######## ctrl_word_arbiter ########
## src/rtl/ctrl_word_arbiter.sv

```systemverilog
// ctrl_word_arbiter: round-robin arbiter sharing one 16-bit drive control word
// between up to four writers. Each grant applies a masked read-modify-write to
// the held word. The word is then frozen for HOLD cycles. A watchdog forces
// SAFE_WORD when no write has been accepted for TIMEOUT cycles.
module ctrl_word_arbiter #(
    parameter int unsigned N_REQ     = 4,
    parameter int unsigned HOLD      = 8,
    parameter int unsigned TIMEOUT   = 50000,
    parameter logic [15:0] SAFE_WORD = 16'h0000
) (
    input  logic                clk,
    input  logic                rst,
    input  logic [N_REQ-1:0]    req,
    input  logic [16*N_REQ-1:0] wdata,
    input  logic [16*N_REQ-1:0] wmask,
    output logic [N_REQ-1:0]    gnt,
    output logic [15:0]         WordOut,
    output logic                wr_done,
    output logic                busy,
    output logic                timeout
);

    localparam int unsigned PW = (N_REQ > 1) ? $clog2(N_REQ) : 1;
    localparam int unsigned HW = $clog2(HOLD + 1);
    localparam int unsigned WW = $clog2(TIMEOUT + 1);

    typedef enum logic [0:0] {
        StIdle,
        StHold
    } state_e;

    state_e           state_q, state_d;
    logic [PW-1:0]    ptr_q, ptr_d;
    logic [HW-1:0]    hold_q, hold_d;
    logic [15:0]      word_q, word_d;
    logic [N_REQ-1:0] gnt_q, gnt_d;
    logic             done_q, done_d;
    logic [WW-1:0]    wd_q, wd_d;
    logic             timeout_q, timeout_d;

    logic             pick_valid;
    logic [PW-1:0]    pick_idx;
    logic [PW-1:0]    cand;
    logic [15:0]      sel_data;
    logic [15:0]      sel_mask;
    logic             grant;

    // Round-robin pick: first active requester at or after the pointer, wrapping.
    always_comb begin
        pick_valid = 1'b0;
        pick_idx   = '0;
        cand       = '0;
        for (int off = 0; off < int'(N_REQ); off++) begin
            cand = PW'((int'(ptr_q) + off) % int'(N_REQ));
            if (!pick_valid && req[cand]) begin
                pick_valid = 1'b1;
                pick_idx   = cand;
            end
        end
    end

    // Data and mask lanes of the selected writer.
    always_comb begin
        sel_data = wdata[16*pick_idx +: 16];
        sel_mask = wmask[16*pick_idx +: 16];
    end

    // FSM state register.
    always_ff @(posedge clk) begin
        if (rst) begin
            state_q <= StIdle;
        end else begin
            state_q <= state_d;
        end
    end

    // FSM next state: leave IDLE on any request, leave HOLD on the last hold cycle.
    always_comb begin
        state_d = state_q;
        unique case (state_q)
            StIdle: begin
                if (pick_valid) begin
                    state_d = StHold;
                end
            end
            StHold: begin
                if (hold_q == HW'(1)) begin
                    state_d = StIdle;
                end
            end
            default: state_d = StIdle;
        endcase
    end

    // FSM outputs: requests are only accepted in IDLE; HOLD is reported as busy.
    always_comb begin
        busy  = (state_q == StHold);
        grant = (state_q == StIdle) && pick_valid;
    end

    // Datapath next state: watchdog, hold countdown, and the masked write on grant.
    always_comb begin
        word_d    = word_q;
        ptr_d     = ptr_q;
        hold_d    = hold_q;
        gnt_d     = '0;
        done_d    = 1'b0;
        wd_d      = wd_q;
        timeout_d = timeout_q;

        // Saturating watchdog; expiry fires once, on the step that reaches TIMEOUT.
        if (wd_q != WW'(TIMEOUT)) begin
            wd_d = wd_q + WW'(1);
        end
        if (wd_q == WW'(TIMEOUT - 1)) begin
            word_d    = SAFE_WORD;
            timeout_d = 1'b1;
        end

        if (state_q == StHold && hold_q != '0) begin
            hold_d = hold_q - HW'(1);
        end

        // A write on the expiry cycle overrides the safe word and the timeout flag.
        if (grant) begin
            word_d          = (word_q & ~sel_mask) | (sel_data & sel_mask);
            gnt_d[pick_idx] = 1'b1;
            done_d          = 1'b1;
            ptr_d           = (pick_idx == PW'(N_REQ - 1)) ? '0 : pick_idx + PW'(1);
            hold_d          = HW'(HOLD);
            wd_d            = '0;
            timeout_d       = 1'b0;
        end
    end

    // Datapath registers with synchronous reset.
    always_ff @(posedge clk) begin
        if (rst) begin
            word_q    <= SAFE_WORD;
            ptr_q     <= '0;
            hold_q    <= '0;
            gnt_q     <= '0;
            done_q    <= 1'b0;
            wd_q      <= '0;
            timeout_q <= 1'b0;
        end else begin
            word_q    <= word_d;
            ptr_q     <= ptr_d;
            hold_q    <= hold_d;
            gnt_q     <= gnt_d;
            done_q    <= done_d;
            wd_q      <= wd_d;
            timeout_q <= timeout_d;
        end
    end

    assign gnt     = gnt_q;
    assign WordOut = word_q;
    assign wr_done = done_q;
    assign timeout = timeout_q;

endmodule

```

## config.mk

```make
export PLATFORM = sky130hd
export DESIGN_NAME = ctrl_word_arbiter
export DESIGN_NICKNAME = d
export VERILOG_FILES = /design/src/rtl/ctrl_word_arbiter.sv
export SDC_FILE = /design/constraint.sdc
export NUM_CORES = 1
export LEC_CHECK = 0
export ABC_AREA = 1
export CAP_MARGIN = 30
export CORE_MARGIN = 2
export CORE_UTILIZATION = 42
export CTS_CLUSTER_DIAMETER = 50
export DETAILED_ROUTE_END_ITERATION = 12
export HOLD_SLACK_MARGIN = 0.12
export PLACE_DENSITY = 0.81
export SLEW_MARGIN = 5
export SYNTH_ARGS = -nofsm -noshare
export SYNTH_HDL_FRONTEND = slang
export SYNTH_SLANG_ARGS = --single-unit
```

## constraint.sdc

```tcl
create_clock -name clk -period 2.5 [get_ports clk]
set_input_delay 0.5 -clock clk [delete_from_list [all_inputs] [get_ports clk]]
set_output_delay 0.5 -clock clk [all_outputs]
set_load 0.02 [all_outputs]
```

ctrl_word_arbiter, sequential cells colored by netlist name:
Scale bar: 20 um. Other sequential cells in the stronger gray, the rest of the logic in the fainter gray.
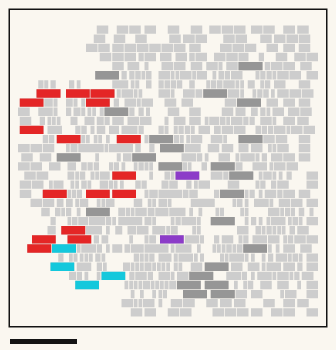
| netlist name | color | flops |
|---|---|---|
| `wd_q` | red | 16 |
| `ptr_q` | purple | 2 |
| `hold_q` | cyan | 4 |
not colored: 23

ctrl_word_arbiter, cells by drive strength:
Scale bar: 20 um.
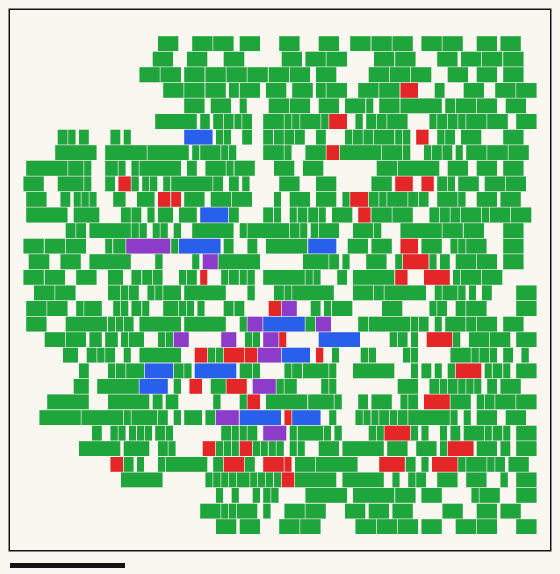
| size | color | cells | most used |
|---|---|---|---|
| _2 cells | red | 40 | nand2_2 |
| _6 and larger | blue | 12 | clkbuf_8 |
| _0 and _1 cells | green | 586 | clkdlybuf4s50_1 |
| _3 and _4 cells | purple | 12 | buf_4 |

ctrl_word_arbiter, placement by cell class:
Scale bar: 20 um.
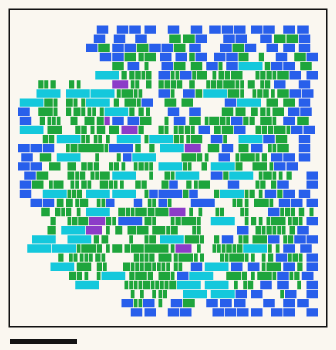
| class | color | cells | share of their area |
|---|---|---|---|
| combinational and other logic | green | 430 | 47% |
| clock drivers and dummy loads | purple | 8 | 2.0% |
| remaining buffers and delay cells | blue | 167 | 33% |
| sequential cells | cyan | 45 | 18% |

==> flow_metrics.tcl <==
# metrics dict for downstream scripts
set metrics [dict create \
    comb_area_frac 0.430 \
    fin_crit_ns 2.27 \
    gp_congestion 0.892 \
    wire_per_inst_um 14.5 \
    power_switching_mw 2.19 \
    min_to "hold_q[1]" \
    xor_area_frac 0.0154 \
    fin_skew_ns 0.0108 \
    finalPower_mw 4.62 \
    use_met1 0.273 \
    largest_cell_class "combinational gates" \
    post_cts_resize_count 0 \
    whs_ns 0.468 \
    via_per_inst 5.11 \
    grt_max_degree 38 \
    slowest_stage "dfxtp_1" \
    slew_viol_final 0 \
    fp_util 0.438 \
    sh_seq_area 0.172 \
    p_int_mw 2.43 \
    yosys-stat-area_sq_um 3420 \
    r2r_start "ptr_q[0]" \
    arrival_ns 2.45 \
    simple_gate_share 0.360 \
    clockPowerShare 0.109 \
    top_layer_used "met4" \
    cp_num_buf_inv 2 \
    aoi_share 0.126 \
    die_w_um 94.3 \
    n_all_inverters 43 \
    startpoint_type "register" \
    dr.pass1.iters 4 \
    finalInstanceArea_sq_um 5240 \
    slew_headroom 0.689 \
    chip_area_sq_um 8890 \
    status "complete, no violations" \
    globalRoute.busiestLayer "met2" \
]
-- power by group through the flow --
stage	logic, mW	registers, mW	clock network (mW)
after CTS	3.12	1.02	0.517
after floorplan	2.04	1.10	0
after detailed placement	3.10	1.03	0
after global routing	3.46	1.04	0.546
after global placement	3.01	1.02	0
final	3.10	1.02	0.503
-- how the worst max path moves through the flow --
stage / end / slack (ns) / cells past startpoint
after CTS: WordOut[10] / 0.27 / 14
after global routing: WordOut[7] / 0.001 / 14
after floorplan: ptr_q[1] / 0.61 / 12
after detailed placement: WordOut[12] / 0.05 / 15
after global placement: WordOut[6] / 0.14 / 15
final: WordOut[10] / 0.23 / 14

######## rom_load_ctrl ########
rom_load_ctrl, sequential cells colored by netlist name:
Scale bar: 20 um. Other sequential cells in the stronger gray, the rest of the logic in the fainter gray.
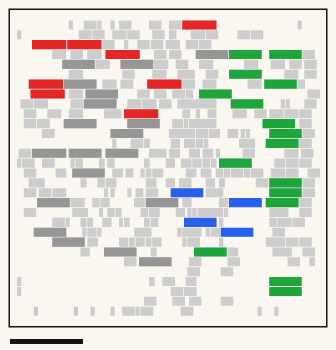
rom_load_ctrl, selected gate families:
Scale bar: 20 um.
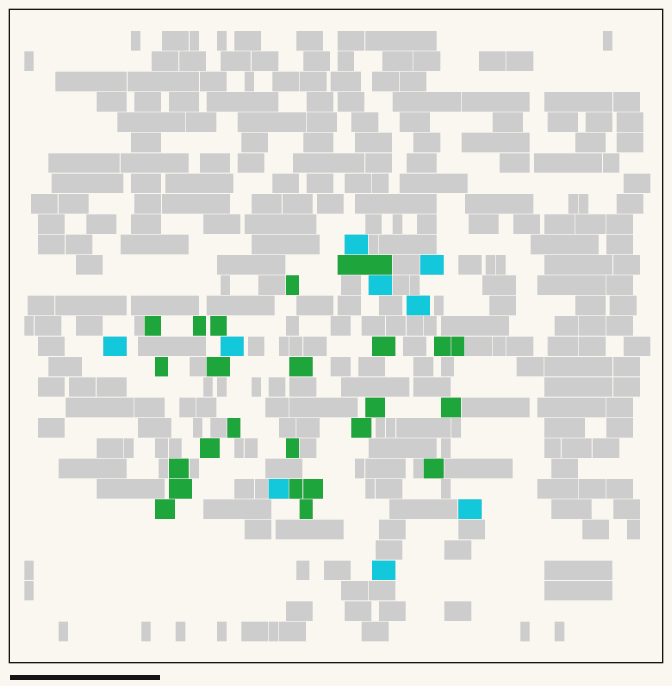
rom_load_ctrl, track usage over the die:
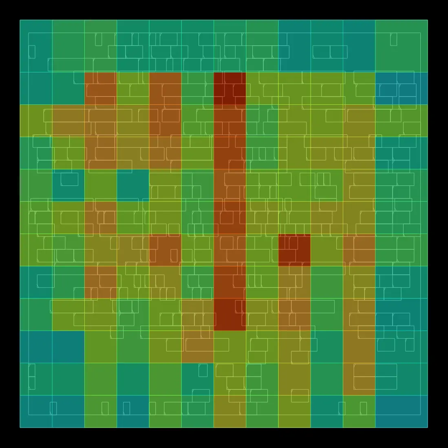
===== config.mk =====
export PLATFORM = sky130hd
export DESIGN_NAME = rom_load_ctrl
export DESIGN_NICKNAME = d
export VERILOG_FILES = /design/src/rtl/rom_load_ctrl.sv
export SDC_FILE = /design/constraint.sdc
export NUM_CORES = 1
export LEC_CHECK = 0
export CAP_MARGIN = 15
export CELL_PAD_IN_SITES_DETAIL_PLACEMENT = 0
export CELL_PAD_IN_SITES_GLOBAL_PLACEMENT = 1
export CORE_MARGIN = 1.5
export CORE_UTILIZATION = 35
export CTS_CLUSTER_SIZE = 28
export DETAILED_ROUTE_END_ITERATION = 6
export MAX_ROUTING_LAYER = met4
export PLACE_DENSITY = 0.83
export SYNTH_ARGS = -nofsm -noshare
export SYNTH_HDL_FRONTEND = slang
export SYNTH_SLANG_ARGS = --single-unit

===== constraint.sdc =====
create_clock -name clk_sys -period 3 [get_ports clk_sys]
set_input_delay 0.6 -clock clk_sys [delete_from_list [all_inputs] [get_ports clk_sys]]
set_output_delay 0.6 -clock clk_sys [all_outputs]
set_load 0.02 [all_outputs]

===== src/rtl/rom_load_ctrl.sv =====
// ROM download router: one ioctl byte -> one region write; 1 cycle + ack delay, ioctl_wait stalls the loader until rgn_ack.
// Optional ROM_LOAD_CHECKSUM_EN adds a 16-bit additive checksum of region-written bytes (otherwise checksum is tied to 0).
module rom_load_ctrl #(
  parameter logic [24:0] R1_BASE  = 25'h0C000,
  parameter logic [24:0] R2_BASE  = 25'h1C000,
  parameter logic [24:0] R3_BASE  = 25'h24000,
  parameter logic [24:0] TOP      = 25'h26000,
  parameter int unsigned HOLD_CYC = 16
) (
  input  logic        clk_sys,
  input  logic        reset_n,
  input  logic        ioctl_download,
  input  logic        ioctl_wr,
  input  logic [7:0]  ioctl_index,
  input  logic [24:0] ioctl_addr,
  input  logic [7:0]  ioctl_dout,
  output logic        ioctl_wait,
  output logic [3:0]  rgn_we,
  output logic [15:0] rgn_addr,
  output logic [7:0]  rgn_data,
  input  logic [3:0]  rgn_ack,
  output logic        core_hold,
  output logic [7:0]  mod,
  output logic        load_done,
  output logic        overflow,
  output logic [15:0] checksum
);

  typedef enum logic [2:0] {IDLE, ACCEPT, WRITE, DRAIN, DONE} state_t;

  localparam int CW = (HOLD_CYC > 1) ? $clog2(HOLD_CYC) : 1;
  localparam logic [CW-1:0] CNT_LAST = CW'(HOLD_CYC - 1);

  state_t        state_q;
  logic [3:0]    rgn_we_q;
  logic [15:0]   rgn_addr_q;
  logic [7:0]    rgn_data_q;
  logic          ioctl_wait_q;
  logic          core_hold_q;
  logic [7:0]    mod_q;
  logic          load_done_q;
  logic          overflow_q;
  logic [CW-1:0] cnt_q;

  logic [3:0]    dec_we;
  logic [15:0]   dec_addr;
  logic          start_dl;
  logic          byte_wr;
  logic          mod_wr;
  logic          ack_hit;

  // Region offsets fit in 16 bits, so subtracting only the low halves is exact.
  always_comb begin
    dec_we   = 4'b0000;
    dec_addr = 16'h0000;
    if (ioctl_addr < R1_BASE) begin
      dec_we   = 4'b0001;
      dec_addr = ioctl_addr[15:0];
    end else if (ioctl_addr < R2_BASE) begin
      dec_we   = 4'b0010;
      dec_addr = ioctl_addr[15:0] - R1_BASE[15:0];
    end else if (ioctl_addr < R3_BASE) begin
      dec_we   = 4'b0100;
      dec_addr = ioctl_addr[15:0] - R2_BASE[15:0];
    end else if (ioctl_addr < TOP) begin
      dec_we   = 4'b1000;
      dec_addr = ioctl_addr[15:0] - R3_BASE[15:0];
    end
  end

  assign start_dl = ioctl_download && (ioctl_index == 8'd0);
  assign byte_wr  = ioctl_wr && (ioctl_index == 8'd0) && !ioctl_wait_q;
  assign mod_wr   = ioctl_wr && (ioctl_index == 8'd1) && (ioctl_addr == 25'd0);
  assign ack_hit  = |(rgn_ack & rgn_we_q);

  always_ff @(posedge clk_sys or negedge reset_n) begin
    if (!reset_n) begin
      state_q      <= IDLE;
      rgn_we_q     <= 4'b0000;
      rgn_addr_q   <= 16'h0000;
      rgn_data_q   <= 8'h00;
      ioctl_wait_q <= 1'b0;
      core_hold_q  <= 1'b1;
      mod_q        <= 8'hFF;
      load_done_q  <= 1'b0;
      overflow_q   <= 1'b0;
      cnt_q        <= '0;
    end else begin
      if (mod_wr) mod_q <= ioctl_dout;
      case (state_q)
        IDLE, DONE: begin
          if (start_dl) begin
            state_q     <= ACCEPT;
            load_done_q <= 1'b0;
            overflow_q  <= 1'b0;
            core_hold_q <= 1'b1;
          end
        end
        ACCEPT: begin
          if (!ioctl_download) begin
            state_q <= DRAIN;
            cnt_q   <= '0;
          end else if (byte_wr) begin
            if (|dec_we) begin
              rgn_we_q     <= dec_we;
              rgn_addr_q   <= dec_addr;
              rgn_data_q   <= ioctl_dout;
              ioctl_wait_q <= 1'b1;
              state_q      <= WRITE;
            end else begin
              overflow_q <= 1'b1;
            end
          end
        end
        WRITE: begin
          // A download that ended mid-write goes straight to DRAIN once the write lands.
          if (ack_hit) begin
            rgn_we_q     <= 4'b0000;
            ioctl_wait_q <= 1'b0;
            cnt_q        <= '0;
            state_q      <= ioctl_download ? ACCEPT : DRAIN;
          end
        end
        DRAIN: begin
          if (cnt_q == CNT_LAST) begin
            state_q     <= DONE;
            core_hold_q <= 1'b0;
            load_done_q <= 1'b1;
          end else begin
            cnt_q <= cnt_q + CW'(1);
          end
        end
        default: state_q <= IDLE;
      endcase
    end
  end

`ifdef ROM_LOAD_CHECKSUM_EN
  logic [15:0] checksum_q;

  always_ff @(posedge clk_sys or negedge reset_n) begin
    if (!reset_n) begin
      checksum_q <= 16'h0000;
    end else if (((state_q == IDLE) || (state_q == DONE)) && start_dl) begin
      checksum_q <= 16'h0000;
    end else if ((state_q == WRITE) && ack_hit) begin
      checksum_q <= checksum_q + {8'h00, rgn_data_q};
    end
  end

  assign checksum = checksum_q;
`else
  assign checksum = 16'h0000;
`endif

  assign ioctl_wait = ioctl_wait_q;
  assign rgn_we     = rgn_we_q;
  assign rgn_addr   = rgn_addr_q;
  assign rgn_data   = rgn_data_q;
  assign core_hold  = core_hold_q;
  assign mod        = mod_q;
  assign load_done  = load_done_q;
  assign overflow   = overflow_q;

endmodule


==> flow_metrics.tcl <==
# metrics dict for downstream scripts
set metrics [dict create \
    finalClockPeriodUsage 0.814 \
    comb_area_frac 0.327 \
    fin_nets 352 \
    max_freq_mhz 410 \
    cts-hold-fix-buffers 0 \
    whs_ns 0.126 \
    first_iter_violations 77 \
    swShare 0.308 \
    cts_tree "built" \
    synth.avg_cell_area_sq_um 11.8 \
    fin_skew_ns 0.00733 \
    largest_register_ffs 16 \
    status "complete, no violations" \
    largest_cell_class "sequential cells" \
    worst_slew_pin_slew_ns 0.558 \
    arrival_ns 2.64 \
    grt-ovfl-total 0 \
    combPwrFrac 0.264 \
    synth_flops 47 \
    xor_area_frac 0.00708 \
    via_per_inst 4.90 \
    synthTopCellsByCount "dfrtp_1 (38), mux2_2 (29), buf_4 (17), nand2_1 (16), dfstp_2 (9)" \
    slew_viol_final 0 \
]
Notes on 'sequential cells colored by netlist name' of rom_load_ctrl above:
| netlist name | color | flops |
|---|---|---|
| `rgn_we` | blue | 4 |
| `rgn_addr` | green | 16 |
| `mod` | red | 8 |
not colored: 19

Notes on 'selected gate families' of rom_load_ctrl above:
| family | color | cells |
|---|---|---|
| non-inverting ao/oa cells | cyan | 9 |
| aoi and oai cells | green | 24 |

Notes on 'track usage over the die' of rom_load_ctrl above:
met3 GRT Util: 0.0379
Total GRT Usage: 0.161
DR WL/cell: 14.5 um
fin util: 0.512

routing by layer:
metal  part of all wire  global-route usage
met1               0.46               0.212
met2               0.48               0.248
met3              0.056              0.0379
met4             0.0099              0.0440
met5                  0                   -
worst paths after layout:
kind / startpoint / to / cells after the start
max in group asynchronous: reset_n / mod[5] / 2
min reg2reg: overflow / overflow / 2
max reg2reg: state_q[0] / cnt_q[0] / 4
max: ioctl_addr[20] / rgn_data[0] / 5
min: reset_n / rgn_addr[2] / 1
min in group clk_sys: overflow / overflow / 2

######## mod_counter ########
mod_counter, cells by drive strength:
Scale bar: 10 um.
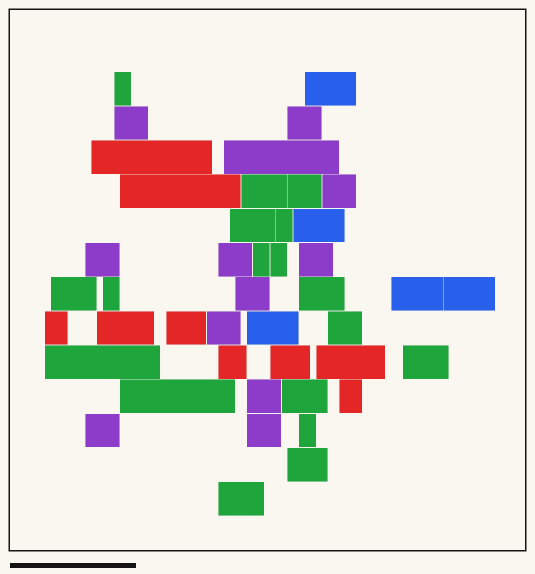
--- config.mk ---
export PLATFORM = sky130hd
export DESIGN_NAME = mod_counter
export DESIGN_NICKNAME = d
export VERILOG_FILES = /design/src/rtl/mod_counter_pkg.sv /design/src/rtl/mod_counter.sv
export SDC_FILE = /design/constraint.sdc
export NUM_CORES = 1
export LEC_CHECK = 0
export CORE_AREA = 2 2 39 41
export CTS_CLUSTER_SIZE = 20
export DETAILED_ROUTE_END_ITERATION = 6
export DIE_AREA = 0 0 41 43
export GPL_ROUTABILITY_DRIVEN = 0
export MAX_ROUTING_LAYER = met4
export SYNTH_ARGS = -nofsm -noshare
export SYNTH_HDL_FRONTEND = slang
export SYNTH_SLANG_ARGS = --single-unit
--- constraint.sdc ---
create_clock -name clk -period 1 [get_ports clk]
set_input_delay 0.1 -clock clk [delete_from_list [all_inputs] [get_ports clk]]
set_output_delay 0.1 -clock clk [all_outputs]
set_load 0.01 [all_outputs]
--- src/rtl/mod_counter_pkg.sv ---
// Shared constants, control bundle and width helper for mod_counter and its parents.
package mod_counter_pkg;

  localparam int MOD_COUNTER_N_DEF     = 8;
  localparam int MOD_COUNTER_WIDTH_DEF = 4;

  // Per-edge control inputs, gathered so the next-state logic reads as one decision.
  typedef struct packed {
    logic clr;
    logic load;
    logic en;
  } cnt_ctrl_t;

  // Smallest WIDTH that can hold 0..n-1 (ceiling log2, never below 1).
  function automatic int mod_counter_min_width(input int n);
    int w;
    w = 31;
    for (int i = 31; i >= 1; i--)
      if ((64'd1 << i) >= longint'(n)) w = i;
    return w;
  endfunction

endpackage

--- src/rtl/mod_counter.sv ---
// Modulo-N up-counter with enable, synchronous clear and terminal-count strobe.
// Define MOD_COUNTER_LOAD_EN to add a synchronous parallel load (load, load_val).
module mod_counter
  import mod_counter_pkg::*;
#(
  parameter int N     = MOD_COUNTER_N_DEF,
  parameter int WIDTH = MOD_COUNTER_WIDTH_DEF
) (
  input  logic             clk,
  input  logic             rst,
  input  logic             en,
  input  logic             clr,
`ifdef MOD_COUNTER_LOAD_EN
  input  logic             load,
  input  logic [WIDTH-1:0] load_val,
`endif
  output logic [WIDTH-1:0] out,
  output logic             tc
);

  if (N < 2) begin : g_bad_n
    $error("mod_counter: N must be at least 2");
  end
  if ((64'd1 << WIDTH) < longint'(N)) begin : g_bad_width
    $error("mod_counter: WIDTH too small for N");
  end

  // Every compare is against N-1 held in WIDTH bits, so N == 2**WIDTH never overflows.
  localparam logic [WIDTH-1:0] LAST = WIDTH'(N - 1);

  cnt_ctrl_t        ctrl;
  logic [WIDTH-1:0] nxt;

  always_comb begin
    ctrl.clr = clr;
    ctrl.en  = en;
`ifdef MOD_COUNTER_LOAD_EN
    ctrl.load = load;
`else
    ctrl.load = 1'b0;
`endif
  end

  always_comb begin
    nxt = out;
    if (ctrl.clr) begin
      nxt = '0;
    end else if (ctrl.load) begin
`ifdef MOD_COUNTER_LOAD_EN
      nxt = (load_val > LAST) ? '0 : load_val;
`else
      nxt = '0;
`endif
    end else if (ctrl.en) begin
      // >= also recovers a corrupted out-of-range state in one enabled edge.
      nxt = (out >= LAST) ? '0 : out + 1'b1;
    end
  end

  always_ff @(posedge clk or posedge rst) begin
    if (rst) out <= '0;
    else     out <= nxt;
  end

  assign tc = ctrl.en & ~ctrl.load & ~rst & (out == LAST);

endmodule

==> flow_metrics.tcl <==
# metrics dict for downstream scripts
set metrics [dict create \
    ir_worst_vdd_mv 0.495 \
    wire_per_inst_um 10.2 \
    clk_pin_slew_ns 0.04 \
    post_cts_resize_count 26 \
    violations "setup timing" \
    rrSetupSlack_ns -0.19 \
    htree_levels 1 \
    aoi_share 0.182 \
    cp_num_buf_inv 1 \
    nWellTaps 16 \
    slew_viol_final 0 \
    status "finished, violations left" \
    critPathCapture "tc" \
    largest-register "out" \
    port_buffers 8 \
    most-common-layout-cells "buf_4 (8), buf_6 (5), nor2_1 (3), clkbuf_4 (3), clkdlybuf4s50_1 (3)" \
    rsz0062_at_grt "yes" \
    yosys_warnings 0 \
    clkLatencyLatePin_ns 0.23 \
    grt_pass1_wl_mm 1.08 \
    ys_seq_frac 0.417 \
    reg_top3 "out x4" \
    cts-hold-fix-buffers 0 \
    grt-ovfl-total 0 \
    synth-edff-count 0 \
    finalSetupViolCount 7 \
    critical_path_class "register to output port" \
    layout_setup_ws_ns -0.205 \
]
About 'cells by drive strength' of mod_counter:
| size | color | cells |
|---|---|---|
| _0 and _1 cells | green | 18 |
| _3 and _4 cells | purple | 12 |
| _2 cells | red | 9 |
| _6 and larger | blue | 5 |

[where the power goes]
group	total, mW	internal, mW	switching, mW	leakage, nW
Clock	0.216	0.150	0.0660	0.0150
Combinational	0.0995	0.0610	0.0386	0.154
Sequential	0.178	0.171	0.00678	0.0515
[metal layers]
metal / vias to the layer above / global-route usage / part of all wire
met5: - / - / 0
met4: 0 / 0.0800 / 0
met3: 0 / 0.0209 / 0.072
met2: 7 / 0.153 / 0.52
met1: 115 / 0.0942 / 0.41
li1: 129 / - / -

######## stair_light_ctrl ########
File: src/rtl/stair_light_ctrl.sv
// rtl/stair_light_ctrl.sv - staircase-switch LED pattern controller
// Two debounced switches toggle a rotating LED run; a button pauses it; a step timeout ends it.
module stair_light_ctrl #(
  parameter int DEBOUNCE_CYCLES = 16,
  parameter int STEP_CYCLES     = 5000000,
  parameter int TIMEOUT_STEPS   = 64
) (
  input  logic        clk,
  input  logic        rst,
  input  logic [1:0]  sw,
  input  logic        btn,
  output logic [15:0] ledr
);

  localparam int DBW     = $clog2(DEBOUNCE_CYCLES + 1);
  localparam int PW      = $clog2(STEP_CYCLES);
  localparam int STW     = (TIMEOUT_STEPS == 0) ? 1 : $clog2(TIMEOUT_STEPS + 1);
  localparam int TO_LAST = (TIMEOUT_STEPS == 0) ? 0 : TIMEOUT_STEPS - 1;

  typedef enum logic [1:0] {
    OFF   = 2'd0,
    RUN   = 2'd1,
    PAUSE = 2'd2
  } state_t;

  logic [2:0]     raw;
  logic [2:0]     sync1_q, sync2_q;
  logic [2:0]     db_q, db_d;
  logic [DBW-1:0] dcnt_q [3];
  logic [DBW-1:0] dcnt_d [3];
  logic           xor_q, xor_d;
  logic           btnp_q, btnp_d;
  state_t         state_q, state_d;
  logic [PW-1:0]  presc_q, presc_d;
  logic [STW-1:0] steps_q, steps_d;
  logic [7:0]     pattern_q, pattern_d;

  logic           toggle, press, tc, timeout_hit, lamp;
  logic [STW+3:0] steps_ext;

  assign raw = {btn, sw};

  // Each input flips its debounced level only after DEBOUNCE_CYCLES unbroken disagreeing samples.
  always_comb begin
    for (int i = 0; i < 3; i++) begin
      db_d[i]   = db_q[i];
      dcnt_d[i] = '0;
      if (sync2_q[i] != db_q[i]) begin
        if (dcnt_q[i] == DBW'(DEBOUNCE_CYCLES - 1)) begin
          db_d[i] = sync2_q[i];
        end else begin
          dcnt_d[i] = dcnt_q[i] + DBW'(1);
        end
      end
    end
  end

  always_comb begin
    toggle      = ((db_q[0] ^ db_q[1]) != xor_q);
    press       = db_q[2] & ~btnp_q;
    tc          = (state_q == RUN) && (presc_q == PW'(STEP_CYCLES - 1));
    timeout_hit = (TIMEOUT_STEPS != 0) && (steps_q == STW'(TO_LAST));

    xor_d     = db_q[0] ^ db_q[1];
    btnp_d    = db_q[2];
    state_d   = state_q;
    presc_d   = presc_q;
    steps_d   = steps_q;
    pattern_d = pattern_q;

    case (state_q)
      OFF: begin
        if (toggle) begin
          state_d   = RUN;
          presc_d   = '0;
          steps_d   = '0;
          pattern_d = 8'h01;
        end
      end
      RUN: begin
        if (toggle) begin
          state_d = OFF;
        end else if (press) begin
          state_d = PAUSE;
        end else if (tc) begin
          if (timeout_hit) begin
            state_d = OFF;
          end else begin
            pattern_d = {pattern_q[6:0], pattern_q[7]};
            presc_d   = '0;
            if (steps_q != '1) begin
              steps_d = steps_q + STW'(1);
            end
          end
        end else begin
          presc_d = presc_q + PW'(1);
        end
      end
      PAUSE: begin
        if (toggle) begin
          state_d = OFF;
        end else if (press) begin
          state_d = RUN;
        end
      end
      default: state_d = OFF;
    endcase
  end

  always_ff @(posedge clk or negedge rst) begin
    if (!rst) begin
      sync1_q   <= '0;
      sync2_q   <= '0;
      db_q      <= '0;
      for (int i = 0; i < 3; i++) dcnt_q[i] <= '0;
      xor_q     <= 1'b0;
      btnp_q    <= 1'b0;
      state_q   <= OFF;
      presc_q   <= '0;
      steps_q   <= '0;
      pattern_q <= 8'h01;
    end else begin
      sync1_q   <= raw;
      sync2_q   <= sync1_q;
      db_q      <= db_d;
      for (int i = 0; i < 3; i++) dcnt_q[i] <= dcnt_d[i];
      xor_q     <= xor_d;
      btnp_q    <= btnp_d;
      state_q   <= state_d;
      presc_q   <= presc_d;
      steps_q   <= steps_d;
      pattern_q <= pattern_d;
    end
  end

  assign lamp      = (state_q != OFF);
  assign steps_ext = {4'b0000, steps_q};

  always_comb begin
    ledr        = '0;
    ledr[7:0]   = lamp ? pattern_q : 8'h00;
    ledr[8]     = lamp;
    ledr[9]     = (state_q == PAUSE);
    ledr[11:10] = db_q[1:0];
    ledr[15:12] = lamp ? steps_ext[3:0] : 4'h0;
  end

endmodule

File: config.mk
export PLATFORM = sky130hd
export DESIGN_NAME = stair_light_ctrl
export DESIGN_NICKNAME = d
export VERILOG_FILES = /design/src/rtl/stair_light_ctrl.sv
export SDC_FILE = /design/constraint.sdc
export NUM_CORES = 1
export LEC_CHECK = 0
export CORE_ASPECT_RATIO = 1.1
export CORE_MARGIN = 4
export CORE_UTILIZATION = 30
export DETAILED_ROUTE_END_ITERATION = 8
export PLACE_DENSITY = 0.47
export RECOVER_POWER = 25
export REMOVE_ABC_BUFFERS = 1
export SLEW_MARGIN = 20
export SYNTH_ARGS = -nofsm -noshare
export SYNTH_HDL_FRONTEND = slang
export SYNTH_SLANG_ARGS = --single-unit
File: constraint.sdc
create_clock -name clk -period 4.2 [get_ports clk]
set_clock_uncertainty 0.15 [all_clocks]
set_input_delay 0.63 -clock clk [delete_from_list [all_inputs] [get_ports clk]]
set_output_delay 0.63 -clock clk [all_outputs]
set_load 0.01 [all_outputs]
stair_light_ctrl, sequential cells colored by netlist name:
Scale bar: 20 um. Other sequential cells in the stronger gray, the rest of the logic in the fainter gray.
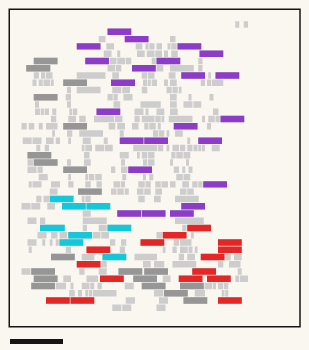
| netlist name | color | flops |
|---|---|---|
| `pattern_q` | cyan | 8 |
| `presc_q` | purple | 23 |
| `dcnt_q` | red | 15 |

stair_light_ctrl, track usage over the die:
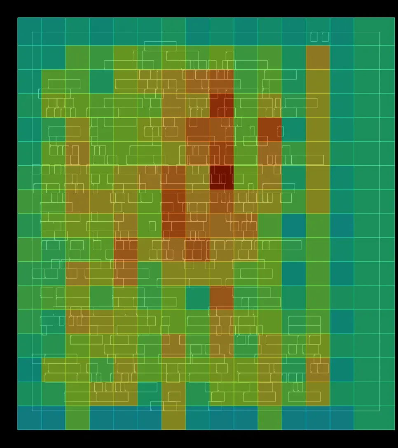
fin util: 0.367
Total GRT Usage: 0.128
DR WL/cell: 15.2 um
met3 GRT Util: 0.0251

==> flow_metrics.tcl <==
# metrics dict for downstream scripts
set metrics [dict create \
    violations "capacitance limit, slew limit" \
    min_to "sync2_q[0]" \
    topCombFamilyByArea "simple AND/OR/NAND/NOR gates" \
    postSynth.asyncResetShare 1.00 \
    globalRoute.busiestLayer "met2" \
    dr_wl_met3_um 171 \
    slew_viol_final 67 \
    slew_headroom -0.105 \
    cts_tree "built" \
    synth_cells 322 \
    clk_pin_slew_ns 0.06 \
    largest_register_ffs 23 \
    arrival_ns 3.33 \
    p_int_mw 1.22 \
    max-cap-violations 1 \
    antenna_found_initial 0 \
    crit_required_ns 4.30 \
    gr-usage-met2 0.197 \
    lay_top_count "dfrtp_1" \
    wl_mm 7.51 \
    hold_violations 0 \
    layout_setup_ws_ns 0.969 \
    critPathCapture "presc_q[19]" \
    htree_levels 3 \
    clkLatencyLatePin_ns 0.34 \
    chip_area_sq_um 12800 \
    via_per_inst 5.18 \
    status "finished, violations left" \
    dr_wl_met2_mm 3.51 \
    grt_pass1_vias 2558 \
    dp_hpwl_mm 5.06 \
    mux_share 0.0162 \
]
power by group through the flow:
stage | logic [mW] | clock network [mW] | registers, mW
finish | 0.0921 | 0.825 | 0.665
global route | 0.106 | 0.874 | 0.667
CTS | 0.0956 | 0.841 | 0.665
detailed placement | 0.0950 | 0 | 0.677
global placement | 0.0943 | 0 | 0.676
floorplan | 0.0536 | 0 | 0.674
worst max-delay path, stage by stage, from the launching register on:
cell and delay [ns]:
dfrtp_1 0.45, or4b_4 0.57, nor4_4 0.70, and4_1 0.71, buf_4 0.29, a211oi_1 0.06
o22ai_1 0.21

######## fault_injector_stream_flat ########
fault_injector_stream_flat, placement by cell class:
Scale bar: 20 um.
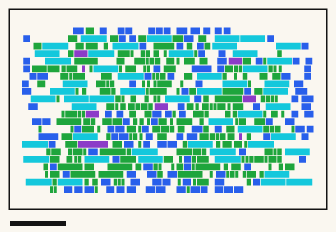
fault_injector_stream_flat, track usage over the die:
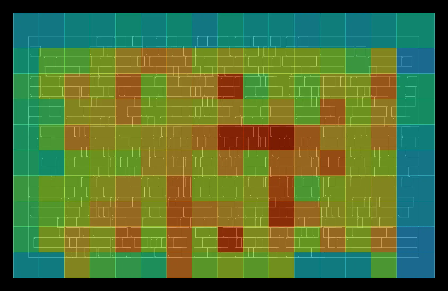
<file path="config.mk">
export PLATFORM = sky130hd
export DESIGN_NAME = fault_injector_stream_flat
export DESIGN_NICKNAME = d
export VERILOG_FILES = /design/src/rtl/fault_injector_stream_if.sv /design/src/rtl/fault_injector_stream.sv /design/src/flat_wrapper.sv
export SDC_FILE = /design/constraint.sdc
export NUM_CORES = 1
export LEC_CHECK = 0
export CAP_MARGIN = 10
export CORE_ASPECT_RATIO = 0.6
export CORE_MARGIN = 4
export CORE_UTILIZATION = 44
export CTS_CLUSTER_SIZE = 14
export DETAILED_ROUTE_END_ITERATION = 7
export PLACE_DENSITY = 0.76
export SLEW_MARGIN = 15
export SYNTH_ARGS = -nofsm -noshare
export SYNTH_HDL_FRONTEND = slang
export SYNTH_SLANG_ARGS = --single-unit
</file>
<file path="constraint.sdc">
create_clock -name clk -period 2 [get_ports clk]
set_input_delay 0.5 -clock clk [delete_from_list [all_inputs] [get_ports clk]]
set_output_delay 0.5 -clock clk [all_outputs]
set_load 0.05 [all_outputs]
</file>
<file path="src/rtl/fault_injector_stream_if.sv">
// Valid/ready stream bundle around the fault injector: upstream codeword in,
// faulted codeword plus its flip mask out.
interface fault_injector_stream_if #(
  parameter int DATA_W = 7
);
  logic              in_valid;
  logic              in_ready;
  logic [DATA_W-1:0] in_data;
  logic              out_valid;
  logic              out_ready;
  logic [DATA_W-1:0] out_data;
  logic [DATA_W-1:0] out_err_mask;

  modport slave (
    input  in_valid, in_data, out_ready,
    output in_ready, out_valid, out_data, out_err_mask
  );

  modport master (
    output in_valid, in_data, out_ready,
    input  in_ready, out_valid, out_data, out_err_mask
  );
endinterface

</file>
<file path="src/rtl/fault_injector_stream.sv">
// Streaming codeword fault injector: one register stage between encoder and decoder,
// flipping bits on a synchronised trigger or at an LFSR-driven random rate.
module fault_injector_stream #(
  parameter int          DATA_W = 7,
  localparam int         IDX_W  = $clog2(DATA_W),
  parameter int          RATE_W = 8,
  parameter logic [15:0] TAPS   = 16'hB400,
  parameter int          CNT_W  = 16
) (
  input  logic                 clk,
  input  logic                 rst,
  fault_injector_stream_if.slave bus,
  input  logic [1:0]           mode,
  input  logic [IDX_W-1:0]     bit_sel,
  input  logic [IDX_W-1:0]     bit_sel2,
  input  logic [RATE_W-1:0]    rate,
  input  logic                 trigger,
  input  logic                 seed_load,
  input  logic [15:0]          seed,
  output logic [CNT_W-1:0]     inj_count
);

  localparam logic [15:0]      LFSR_INIT = 16'hACE1;
  localparam logic [CNT_W-1:0] CNT_MAX   = '1;

  logic              out_valid_q, out_valid_d;
  logic [DATA_W-1:0] out_data_q,  out_data_d;
  logic [DATA_W-1:0] out_mask_q,  out_mask_d;
  logic [CNT_W-1:0]  cnt_q,       cnt_d;
  logic              armed_q,     armed_d;
  logic [2:0]        sync_q,      sync_d;
  logic [15:0]       lfsr_q,      lfsr_d;

  logic              accept;
  logic              trig_edge;
  logic [DATA_W-1:0] inj_mask;

  // Indices past the top of the codeword select nothing.
  function automatic logic [DATA_W-1:0] bit_flip(input logic [IDX_W-1:0] idx);
    bit_flip = '0;
    if (int'(idx) < DATA_W) bit_flip[idx] = 1'b1;
  endfunction

  function automatic logic [15:0] lfsr_step(input logic [15:0] s);
    lfsr_step = s[0] ? ((s >> 1) ^ TAPS) : (s >> 1);
  endfunction

  function automatic logic [15:0] seed_value(input logic [15:0] s);
    seed_value = (s == 16'h0000) ? 16'h0001 : s;
  endfunction

  assign bus.in_ready     = !out_valid_q || bus.out_ready;
  assign bus.out_valid    = out_valid_q;
  assign bus.out_data     = out_data_q;
  assign bus.out_err_mask = out_mask_q;
  assign inj_count        = cnt_q;

  assign accept    = bus.in_valid && bus.in_ready;
  assign trig_edge = sync_q[1] && !sync_q[2];

  always_comb begin
    inj_mask = '0;
    case (mode)
      2'd1: if (armed_q) inj_mask = bit_flip(bit_sel);
      2'd2: if (armed_q) inj_mask = bit_flip(bit_sel) | bit_flip(bit_sel2);
      2'd3: if (lfsr_q[RATE_W-1:0] < rate) inj_mask = bit_flip(lfsr_q[15 -: IDX_W]);
      default: inj_mask = '0;
    endcase
  end

  always_comb begin
    out_valid_d = out_valid_q;
    out_data_d  = out_data_q;
    out_mask_d  = out_mask_q;
    cnt_d       = cnt_q;
    armed_d     = armed_q;
    lfsr_d      = lfsr_q;
    sync_d      = {sync_q[1:0], trigger};

    if (accept) begin
      out_valid_d = 1'b1;
      out_data_d  = bus.in_data ^ inj_mask;
      out_mask_d  = inj_mask;
      if ((inj_mask != '0) && (cnt_q != CNT_MAX)) cnt_d = cnt_q + 1'b1;
    end else if (bus.out_ready) begin
      out_valid_d = 1'b0;
    end

    // A fresh trigger edge beats a one-shot consuming the arm in the same cycle.
    if (trig_edge) armed_d = 1'b1;
    else if (accept && (mode == 2'd1 || mode == 2'd2)) armed_d = 1'b0;

    // Masks always use the pre-advance LFSR value; a seed load overrides the step.
    if (seed_load) lfsr_d = seed_value(seed);
    else if (accept) lfsr_d = lfsr_step(lfsr_q);
  end

  // Output data is cleared on reset too so a reset leaves a clean, zero bus.
  always_ff @(posedge clk or posedge rst) begin
    if (rst) begin
      out_valid_q <= 1'b0;
      out_data_q  <= '0;
      out_mask_q  <= '0;
      cnt_q       <= '0;
      armed_q     <= 1'b0;
      sync_q      <= '0;
      lfsr_q      <= LFSR_INIT;
    end else begin
      out_valid_q <= out_valid_d;
      out_data_q  <= out_data_d;
      out_mask_q  <= out_mask_d;
      cnt_q       <= cnt_d;
      armed_q     <= armed_d;
      sync_q      <= sync_d;
      lfsr_q      <= lfsr_d;
    end
  end

endmodule

</file>
<file path="src/flat_wrapper.sv">
// flat-port wrapper written by rule: the top's interface ports become plain ports
module fault_injector_stream_flat 
#(
  parameter int          DATA_W = 7,
  localparam int         IDX_W  = $clog2(DATA_W),
  parameter int          RATE_W = 8,
  parameter logic [15:0] TAPS   = 16'hB400,
  parameter int          CNT_W  = 16
)
  (clk, rst, mode, bit_sel, bit_sel2, rate, trigger, seed_load, seed, inj_count, bus_in_valid, bus_in_data, bus_out_ready, bus_in_ready, bus_out_valid, bus_out_data, bus_out_err_mask);
  fault_injector_stream_if #(.DATA_W(DATA_W)) bus_i ();
  input  logic clk;
  input  logic rst;
  input  logic [1:0] mode;
  input  logic [IDX_W-1:0] bit_sel;
  input  logic [IDX_W-1:0] bit_sel2;
  input  logic [RATE_W-1:0] rate;
  input  logic trigger;
  input  logic seed_load;
  input  logic [15:0] seed;
  output logic [CNT_W-1:0] inj_count;
  input wire logic [$bits(bus_i.in_valid)-1:0] bus_in_valid;
  input wire logic [$bits(bus_i.in_data)-1:0] bus_in_data;
  input wire logic [$bits(bus_i.out_ready)-1:0] bus_out_ready;
  output wire logic [$bits(bus_i.in_ready)-1:0] bus_in_ready;
  output wire logic [$bits(bus_i.out_valid)-1:0] bus_out_valid;
  output wire logic [$bits(bus_i.out_data)-1:0] bus_out_data;
  output wire logic [$bits(bus_i.out_err_mask)-1:0] bus_out_err_mask;
  assign bus_i.in_valid = bus_in_valid;
  assign bus_i.in_data = bus_in_data;
  assign bus_i.out_ready = bus_out_ready;
  assign bus_in_ready = bus_i.in_ready;
  assign bus_out_valid = bus_i.out_valid;
  assign bus_out_data = bus_i.out_data;
  assign bus_out_err_mask = bus_i.out_err_mask;
  fault_injector_stream #(.DATA_W(DATA_W), .RATE_W(RATE_W), .TAPS(TAPS), .CNT_W(CNT_W)) u_core (.clk(clk), .rst(rst), .bus(bus_i), .mode(mode), .bit_sel(bit_sel), .bit_sel2(bit_sel2), .rate(rate), .trigger(trigger), .seed_load(seed_load), .seed(seed), .inj_count(inj_count));
endmodule
</file>
==> flow_metrics.tcl <==
# metrics dict for downstream scripts
set metrics [dict create \
    status "finished, violations left" \
    violations "setup timing" \
    grt-ovfl-total 0 \
    layout_setup_ws_ns -0.0804 \
    fin_crit_ns 2.08 \
    slowest_delay_ns 0.36 \
    finalSetupViolCount 12 \
    critPathCapture "u_core.inj_count[3]" \
    drtAntennaViolNets 0 \
    most_common_cell "nand2_1" \
    critPathLaunch "rate[7]" \
    path_max_fanout 8 \
    hold_violations 0 \
    place_ws_ns -0.684 \
    core_area_sq_um 6300 \
    slew_headroom 0.663 \
    cts_root_buffer "clkbuf_8" \
    top_area_frac 0.364 \
    rsz0062_at_grt "yes" \
]
Notes on 'placement by cell class' of fault_injector_stream_flat above:
| class | color | cells | share of their area |
|---|---|---|---|
| clock drivers and dummy loads | purple | 8 | 2.5% |
| combinational and other logic | green | 248 | 43% |
| sequential cells | cyan | 51 | 30% |
| remaining buffers and delay cells | blue | 123 | 25% |

Notes on 'track usage over the die' of fault_injector_stream_flat above:
Total GRT Usage: 0.203
grt met1 use: 0.326

-- final cells by class --
| class | count | area [sq um] | share of cell area |
|---|---|---|---|
| sequential | 51 | 1290 | 0.293 |
| clock buffer | 7 | 76.3 | 0.0173 |
| timing repair buffer | 123 | 1080 | 0.244 |
| multi-input combinational | 232 | 1780 | 0.402 |
| clock inverter | 1 | 30.0 | 0.00679 |
| tap | 84 | 105 | 0.0238 |
| inverter | 16 | 60.1 | 0.0136 |
-- repair_timing --
action | in CTS | in global routing
endpoints found under the setup margin | 30 | 27
pin swaps | 29 | 10
buffers inserted | 2 | 3
gates resized | 31 | 19

######## ps2_host_tx ########
ps2_host_tx, selected gate families:
Scale bar: 20 um.
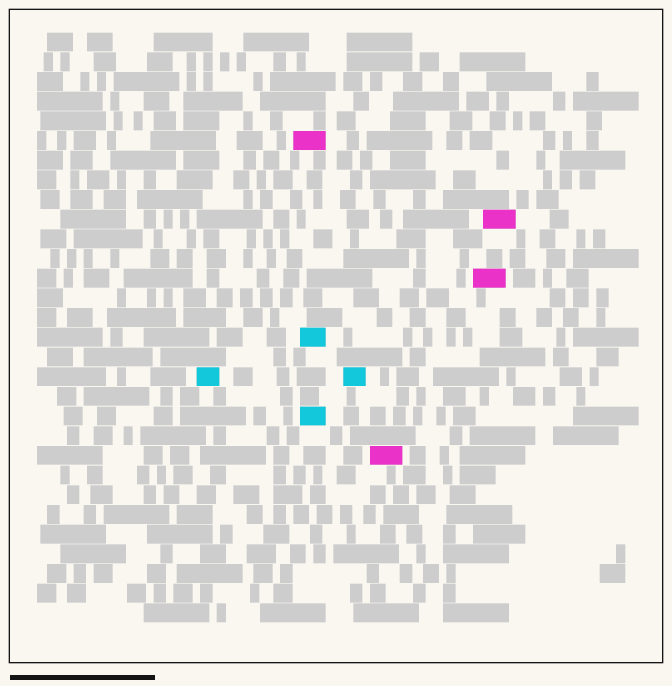
ps2_host_tx, placement by cell class:
Scale bar: 20 um.
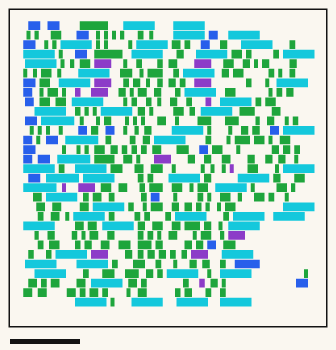
### config.mk
export PLATFORM = sky130hd
export DESIGN_NAME = ps2_host_tx
export DESIGN_NICKNAME = d
export VERILOG_FILES = /design/src/rtl/ps2_pkg.sv /design/src/rtl/ps2_line_sync.sv /design/src/rtl/ps2_host_tx.sv
export SDC_FILE = /design/constraint.sdc
export NUM_CORES = 1
export LEC_CHECK = 0
export CAP_MARGIN = 25
export CELL_PAD_IN_SITES_DETAIL_PLACEMENT = 1
export CELL_PAD_IN_SITES_GLOBAL_PLACEMENT = 1
export CORE_MARGIN = 3
export CORE_UTILIZATION = 46
export CTS_CLUSTER_SIZE = 40
export DETAILED_ROUTE_END_ITERATION = 10
export PLACE_DENSITY_LB_ADDON = 0.3
export SYNTH_ARGS = -nofsm -noshare
export SYNTH_HDL_FRONTEND = slang
export SYNTH_SLANG_ARGS = --single-unit
export TNS_END_PERCENT = 5
### constraint.sdc
create_clock -name i_clock -period 2.85 [get_ports i_clock]
set_input_delay 0.57 -clock i_clock [delete_from_list [all_inputs] [get_ports i_clock]]
set_output_delay 0.57 -clock i_clock [all_outputs]
set_load 0.1 [all_outputs]
### src/rtl/ps2_pkg.sv
// Shared PS/2 definitions: host transmitter FSM encoding, command bytes and frame constants.
// Imported by the host transmitter and the line synchronizer (also reused by the receive path).
package ps2_pkg;

  localparam logic [2:0] ST_IDLE      = 3'd0;
  localparam logic [2:0] ST_INHIBIT   = 3'd1;
  localparam logic [2:0] ST_RTS       = 3'd2;
  localparam logic [2:0] ST_DATA      = 3'd3;
  localparam logic [2:0] ST_PARITY    = 3'd4;
  localparam logic [2:0] ST_STOP      = 3'd5;
  localparam logic [2:0] ST_ACK       = 3'd6;
  localparam logic [2:0] ST_WAIT_IDLE = 3'd7;

  localparam logic [7:0] PS2_CMD_SET_LEDS = 8'hED;
  localparam logic [7:0] PS2_CMD_ECHO     = 8'hEE;
  localparam logic [7:0] PS2_CMD_RESET    = 8'hFF;
  localparam logic [7:0] PS2_RESP_ACK     = 8'hFA;

  localparam int PS2_FRAME_FALLS = 11;

  typedef struct packed {
    logic clk;
    logic data;
  } ps2_lines_t;

  // PS/2 frames carry odd parity over the eight data bits.
  function automatic logic ps2_odd_parity(input logic [7:0] b);
    return ~^b;
  endfunction

endpackage

### src/rtl/ps2_line_sync.sv
// Two-flop synchronizer for the raw ps2_clock/ps2_data pins plus a registered
// falling-edge strobe on the synchronized clock.
module ps2_line_sync
  import ps2_pkg::*;
(
  input  logic       i_clock,
  input  logic       i_reset,
  input  logic       i_ps2_clk,
  input  logic       i_ps2_data,
  output ps2_lines_t o_lines,
  output logic       o_clk_fall
);

  logic [1:0] r_clk_sync;
  logic [1:0] r_data_sync;
  logic       r_clk_prev;
  logic       r_clk_fall;

  // Reset to the idle (pulled-up) level so leaving reset never fakes an edge.
  always_ff @(posedge i_clock or posedge i_reset) begin
    if (i_reset) begin
      r_clk_sync  <= 2'b11;
      r_data_sync <= 2'b11;
      r_clk_prev  <= 1'b1;
      r_clk_fall  <= 1'b0;
    end else begin
      r_clk_sync  <= {r_clk_sync[0], i_ps2_clk};
      r_data_sync <= {r_data_sync[0], i_ps2_data};
      r_clk_prev  <= r_clk_sync[1];
      r_clk_fall  <= r_clk_prev & ~r_clk_sync[1];
    end
  end

  assign o_lines.clk  = r_clk_sync[1];
  assign o_lines.data = r_data_sync[1];
  assign o_clk_fall   = r_clk_fall;

endmodule

### src/rtl/ps2_host_tx.sv
// Host-to-device PS/2 transmitter: request-to-send, 8 data bits LSB first, odd parity,
// stop and device ack, with a per-edge timeout. Drives the shared lines open-drain via *_oe.
module ps2_host_tx
  import ps2_pkg::*;
#(
  parameter int INHIBIT_CYCLES = 6000,
  parameter int TIMEOUT_CYCLES = 750000
) (
  input  logic       i_clock,
  input  logic       i_reset,
  input  logic [7:0] i_cmd_data,
  input  logic       i_cmd_valid,
  output logic       o_cmd_ready,
  input  logic       i_ps2_clk_in,
  input  logic       i_ps2_data_in,
  output logic       o_ps2_clk_oe,
  output logic       o_ps2_data_oe,
  output logic       o_busy,
  output logic       o_rx_inhibit,
  output logic       o_tx_done,
  output logic       o_tx_error
);

  localparam int INH_W = $clog2(INHIBIT_CYCLES + 1);
  localparam int TMO_W = $clog2(TIMEOUT_CYCLES + 1);
  // The last inhibit cycle overlaps the start bit, so INHIBIT itself lasts one cycle less.
  localparam logic [INH_W-1:0] INH_LAST = INH_W'(INHIBIT_CYCLES - 2);
  localparam logic [TMO_W-1:0] TMO_LAST = TMO_W'(TIMEOUT_CYCLES - 1);

  logic [2:0]       r_state;
  logic [7:0]       r_byte;
  logic             r_parity;
  logic [3:0]       r_bit_idx;
  logic [INH_W-1:0] r_inh_cnt;
  logic [TMO_W-1:0] r_tmo_cnt;
  logic             r_clk_oe;
  logic             r_data_oe;
  logic             r_tx_done;
  logic             r_tx_error;

  ps2_lines_t       w_lines;
  logic             w_fall;
  logic             w_watch;
  logic             w_timed_out;

  ps2_line_sync u_sync (
    .i_clock    (i_clock),
    .i_reset    (i_reset),
    .i_ps2_clk  (i_ps2_clk_in),
    .i_ps2_data (i_ps2_data_in),
    .o_lines    (w_lines),
    .o_clk_fall (w_fall)
  );

  assign w_watch     = (r_state != ST_IDLE) && (r_state != ST_INHIBIT);
  assign w_timed_out = w_watch && !w_fall && (r_tmo_cnt == TMO_LAST);

  always_ff @(posedge i_clock or posedge i_reset) begin
    if (i_reset) begin
      r_state    <= ST_IDLE;
      r_byte     <= '0;
      r_parity   <= 1'b0;
      r_bit_idx  <= '0;
      r_inh_cnt  <= '0;
      r_tmo_cnt  <= '0;
      r_clk_oe   <= 1'b0;
      r_data_oe  <= 1'b0;
      r_tx_done  <= 1'b0;
      r_tx_error <= 1'b0;
    end else begin
      r_tx_done  <= 1'b0;
      r_tx_error <= 1'b0;

      if (w_watch) begin
        if (w_fall) begin
          r_tmo_cnt <= '0;
        end else if (r_tmo_cnt != TMO_LAST) begin
          r_tmo_cnt <= r_tmo_cnt + TMO_W'(1);
        end
      end

      case (r_state)
        ST_IDLE: begin
          if (i_cmd_valid) begin
            r_byte    <= i_cmd_data;
            r_parity  <= ps2_odd_parity(i_cmd_data);
            r_inh_cnt <= '0;
            r_clk_oe  <= 1'b1;
            r_state   <= ST_INHIBIT;
          end
        end
        ST_INHIBIT: begin
          if (r_inh_cnt == INH_LAST) begin
            r_data_oe <= 1'b1;
            r_tmo_cnt <= '0;
            r_state   <= ST_RTS;
          end else begin
            r_inh_cnt <= r_inh_cnt + INH_W'(1);
          end
        end
        ST_RTS: begin
          r_clk_oe <= 1'b0;
          if (w_fall) begin
            r_data_oe <= ~r_byte[0];
            r_bit_idx <= 4'd1;
            r_state   <= ST_DATA;
          end
        end
        ST_DATA: begin
          if (w_fall) begin
            r_data_oe <= ~r_byte[r_bit_idx[2:0]];
            r_bit_idx <= r_bit_idx + 4'd1;
            if (r_bit_idx == 4'd7) begin
              r_state <= ST_PARITY;
            end
          end
        end
        ST_PARITY: begin
          if (w_fall) begin
            r_data_oe <= ~r_parity;
            r_state   <= ST_STOP;
          end
        end
        ST_STOP: begin
          if (w_fall) begin
            r_data_oe <= 1'b0;
            r_state   <= ST_ACK;
          end
        end
        ST_ACK: begin
          if (w_fall) begin
            if (w_lines.data) begin
              r_tx_error <= 1'b1;
              r_state    <= ST_IDLE;
            end else begin
              r_state <= ST_WAIT_IDLE;
            end
          end
        end
        ST_WAIT_IDLE: begin
          if (w_lines.clk && w_lines.data) begin
            r_tx_done <= 1'b1;
            r_state   <= ST_IDLE;
          end
        end
        default: begin
          r_state <= ST_IDLE;
        end
      endcase

      // A stalled device overrides whatever the state above decided.
      if (w_timed_out) begin
        r_clk_oe   <= 1'b0;
        r_data_oe  <= 1'b0;
        r_tx_done  <= 1'b0;
        r_tx_error <= 1'b1;
        r_state    <= ST_IDLE;
      end
    end
  end

  assign o_cmd_ready   = (r_state == ST_IDLE);
  assign o_busy        = (r_state != ST_IDLE);
  assign o_rx_inhibit  = o_busy;
  assign o_ps2_clk_oe  = r_clk_oe;
  assign o_ps2_data_oe = r_data_oe;
  assign o_tx_done     = r_tx_done;
  assign o_tx_error    = r_tx_error;

endmodule

==> flow_metrics.tcl <==
# metrics dict for downstream scripts
set metrics [dict create \
    status "complete, no violations" \
    finalPower_mw 2.34 \
    finalClockPeriodUsage 0.909 \
    gr-usage-met3 0.0444 \
    fillers 795 \
    fin_skew_ns 0.00891 \
    critPathCapture "r_state[1]" \
    critPathTopFamily "simple AND/OR/NAND/NOR gates" \
    via_per_inst 5.93 \
    p_int_mw 1.48 \
    post-route-util 0.543 \
    ys_cells 361 \
    reg_top3 "r_tmo_cnt x20, r_inh_cnt x13, r_byte x8" \
    wl_mm 8.42 \
    ys_seq_frac 0.456 \
    xor_area_frac 0.0350 \
    dpl_cell_area_sq_um 3550 \
    clk_path_buf_depth 2 \
    port_buffers 19 \
    cp_num_buf_inv 0 \
    wire_per_inst_um 17.5 \
    comb_area_frac 0.454 \
    crit_required_ns 3.07 \
    n_all_inverters 9 \
    logic_area_sq_um 1680 \
    largest_cell_class "combinational gates" \
    use_met1 0.307 \
    synth.avg_cell_area_sq_um 9.01 \
    cpMostUsedCell "or4_4" \
    fin_nets 397 \
]
## Picture notes: 'selected gate families' of ps2_host_tx
| family | color | cells |
|---|---|---|
| non-inverting ao/oa cells | cyan | 4 |
| fa/ha/maj cells | magenta | 4 |

## Picture notes: 'placement by cell class' of ps2_host_tx
| class | color | cells | share of their area |
|---|---|---|---|
| combinational and other logic | green | 285 | 48% |
| remaining buffers and delay cells | blue | 25 | 6.4% |
| clock drivers and dummy loads | purple | 15 | 4.5% |
| sequential cells | cyan | 59 | 41% |

[power by group through the flow]
stage	sequential [mW]	combinational [mW]	clock (mW)
floorplan	1.01	0.516	0
global placement	1.06	0.601	0
detailed placement	1.06	0.630	0
CTS	1.05	0.635	0.665
global route	1.07	0.697	0.716
finish	1.05	0.629	0.656


==> screenshots <==
Placement by cell class.
(a)
Scale bar: 10 um.
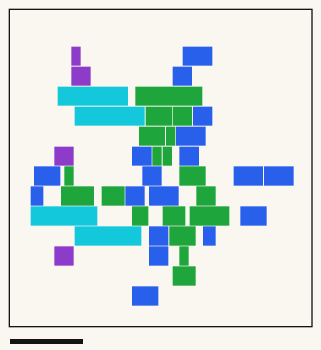
(b)
Scale bar: 20 um.
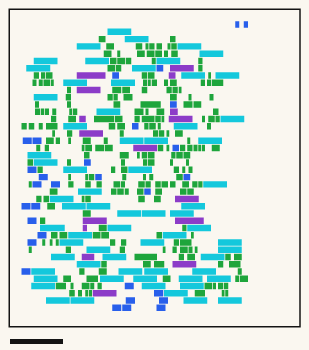
(c)
Scale bar: 20 um.
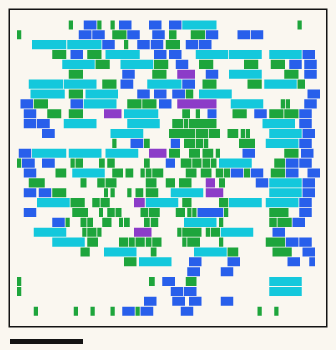
(a) comes from mod_counter.
(b) comes from stair_light_ctrl.
(c) comes from rom_load_ctrl.

Key to (c):
| class | color | cells | share of their area |
|---|---|---|---|
| remaining buffers and delay cells | blue | 92 | 27% |
| sequential cells | cyan | 47 | 35% |
| combinational and other logic | green | 155 | 34% |
| clock drivers and dummy loads | purple | 8 | 3.4% |

Power is estimated from default activity; no workload was simulated.
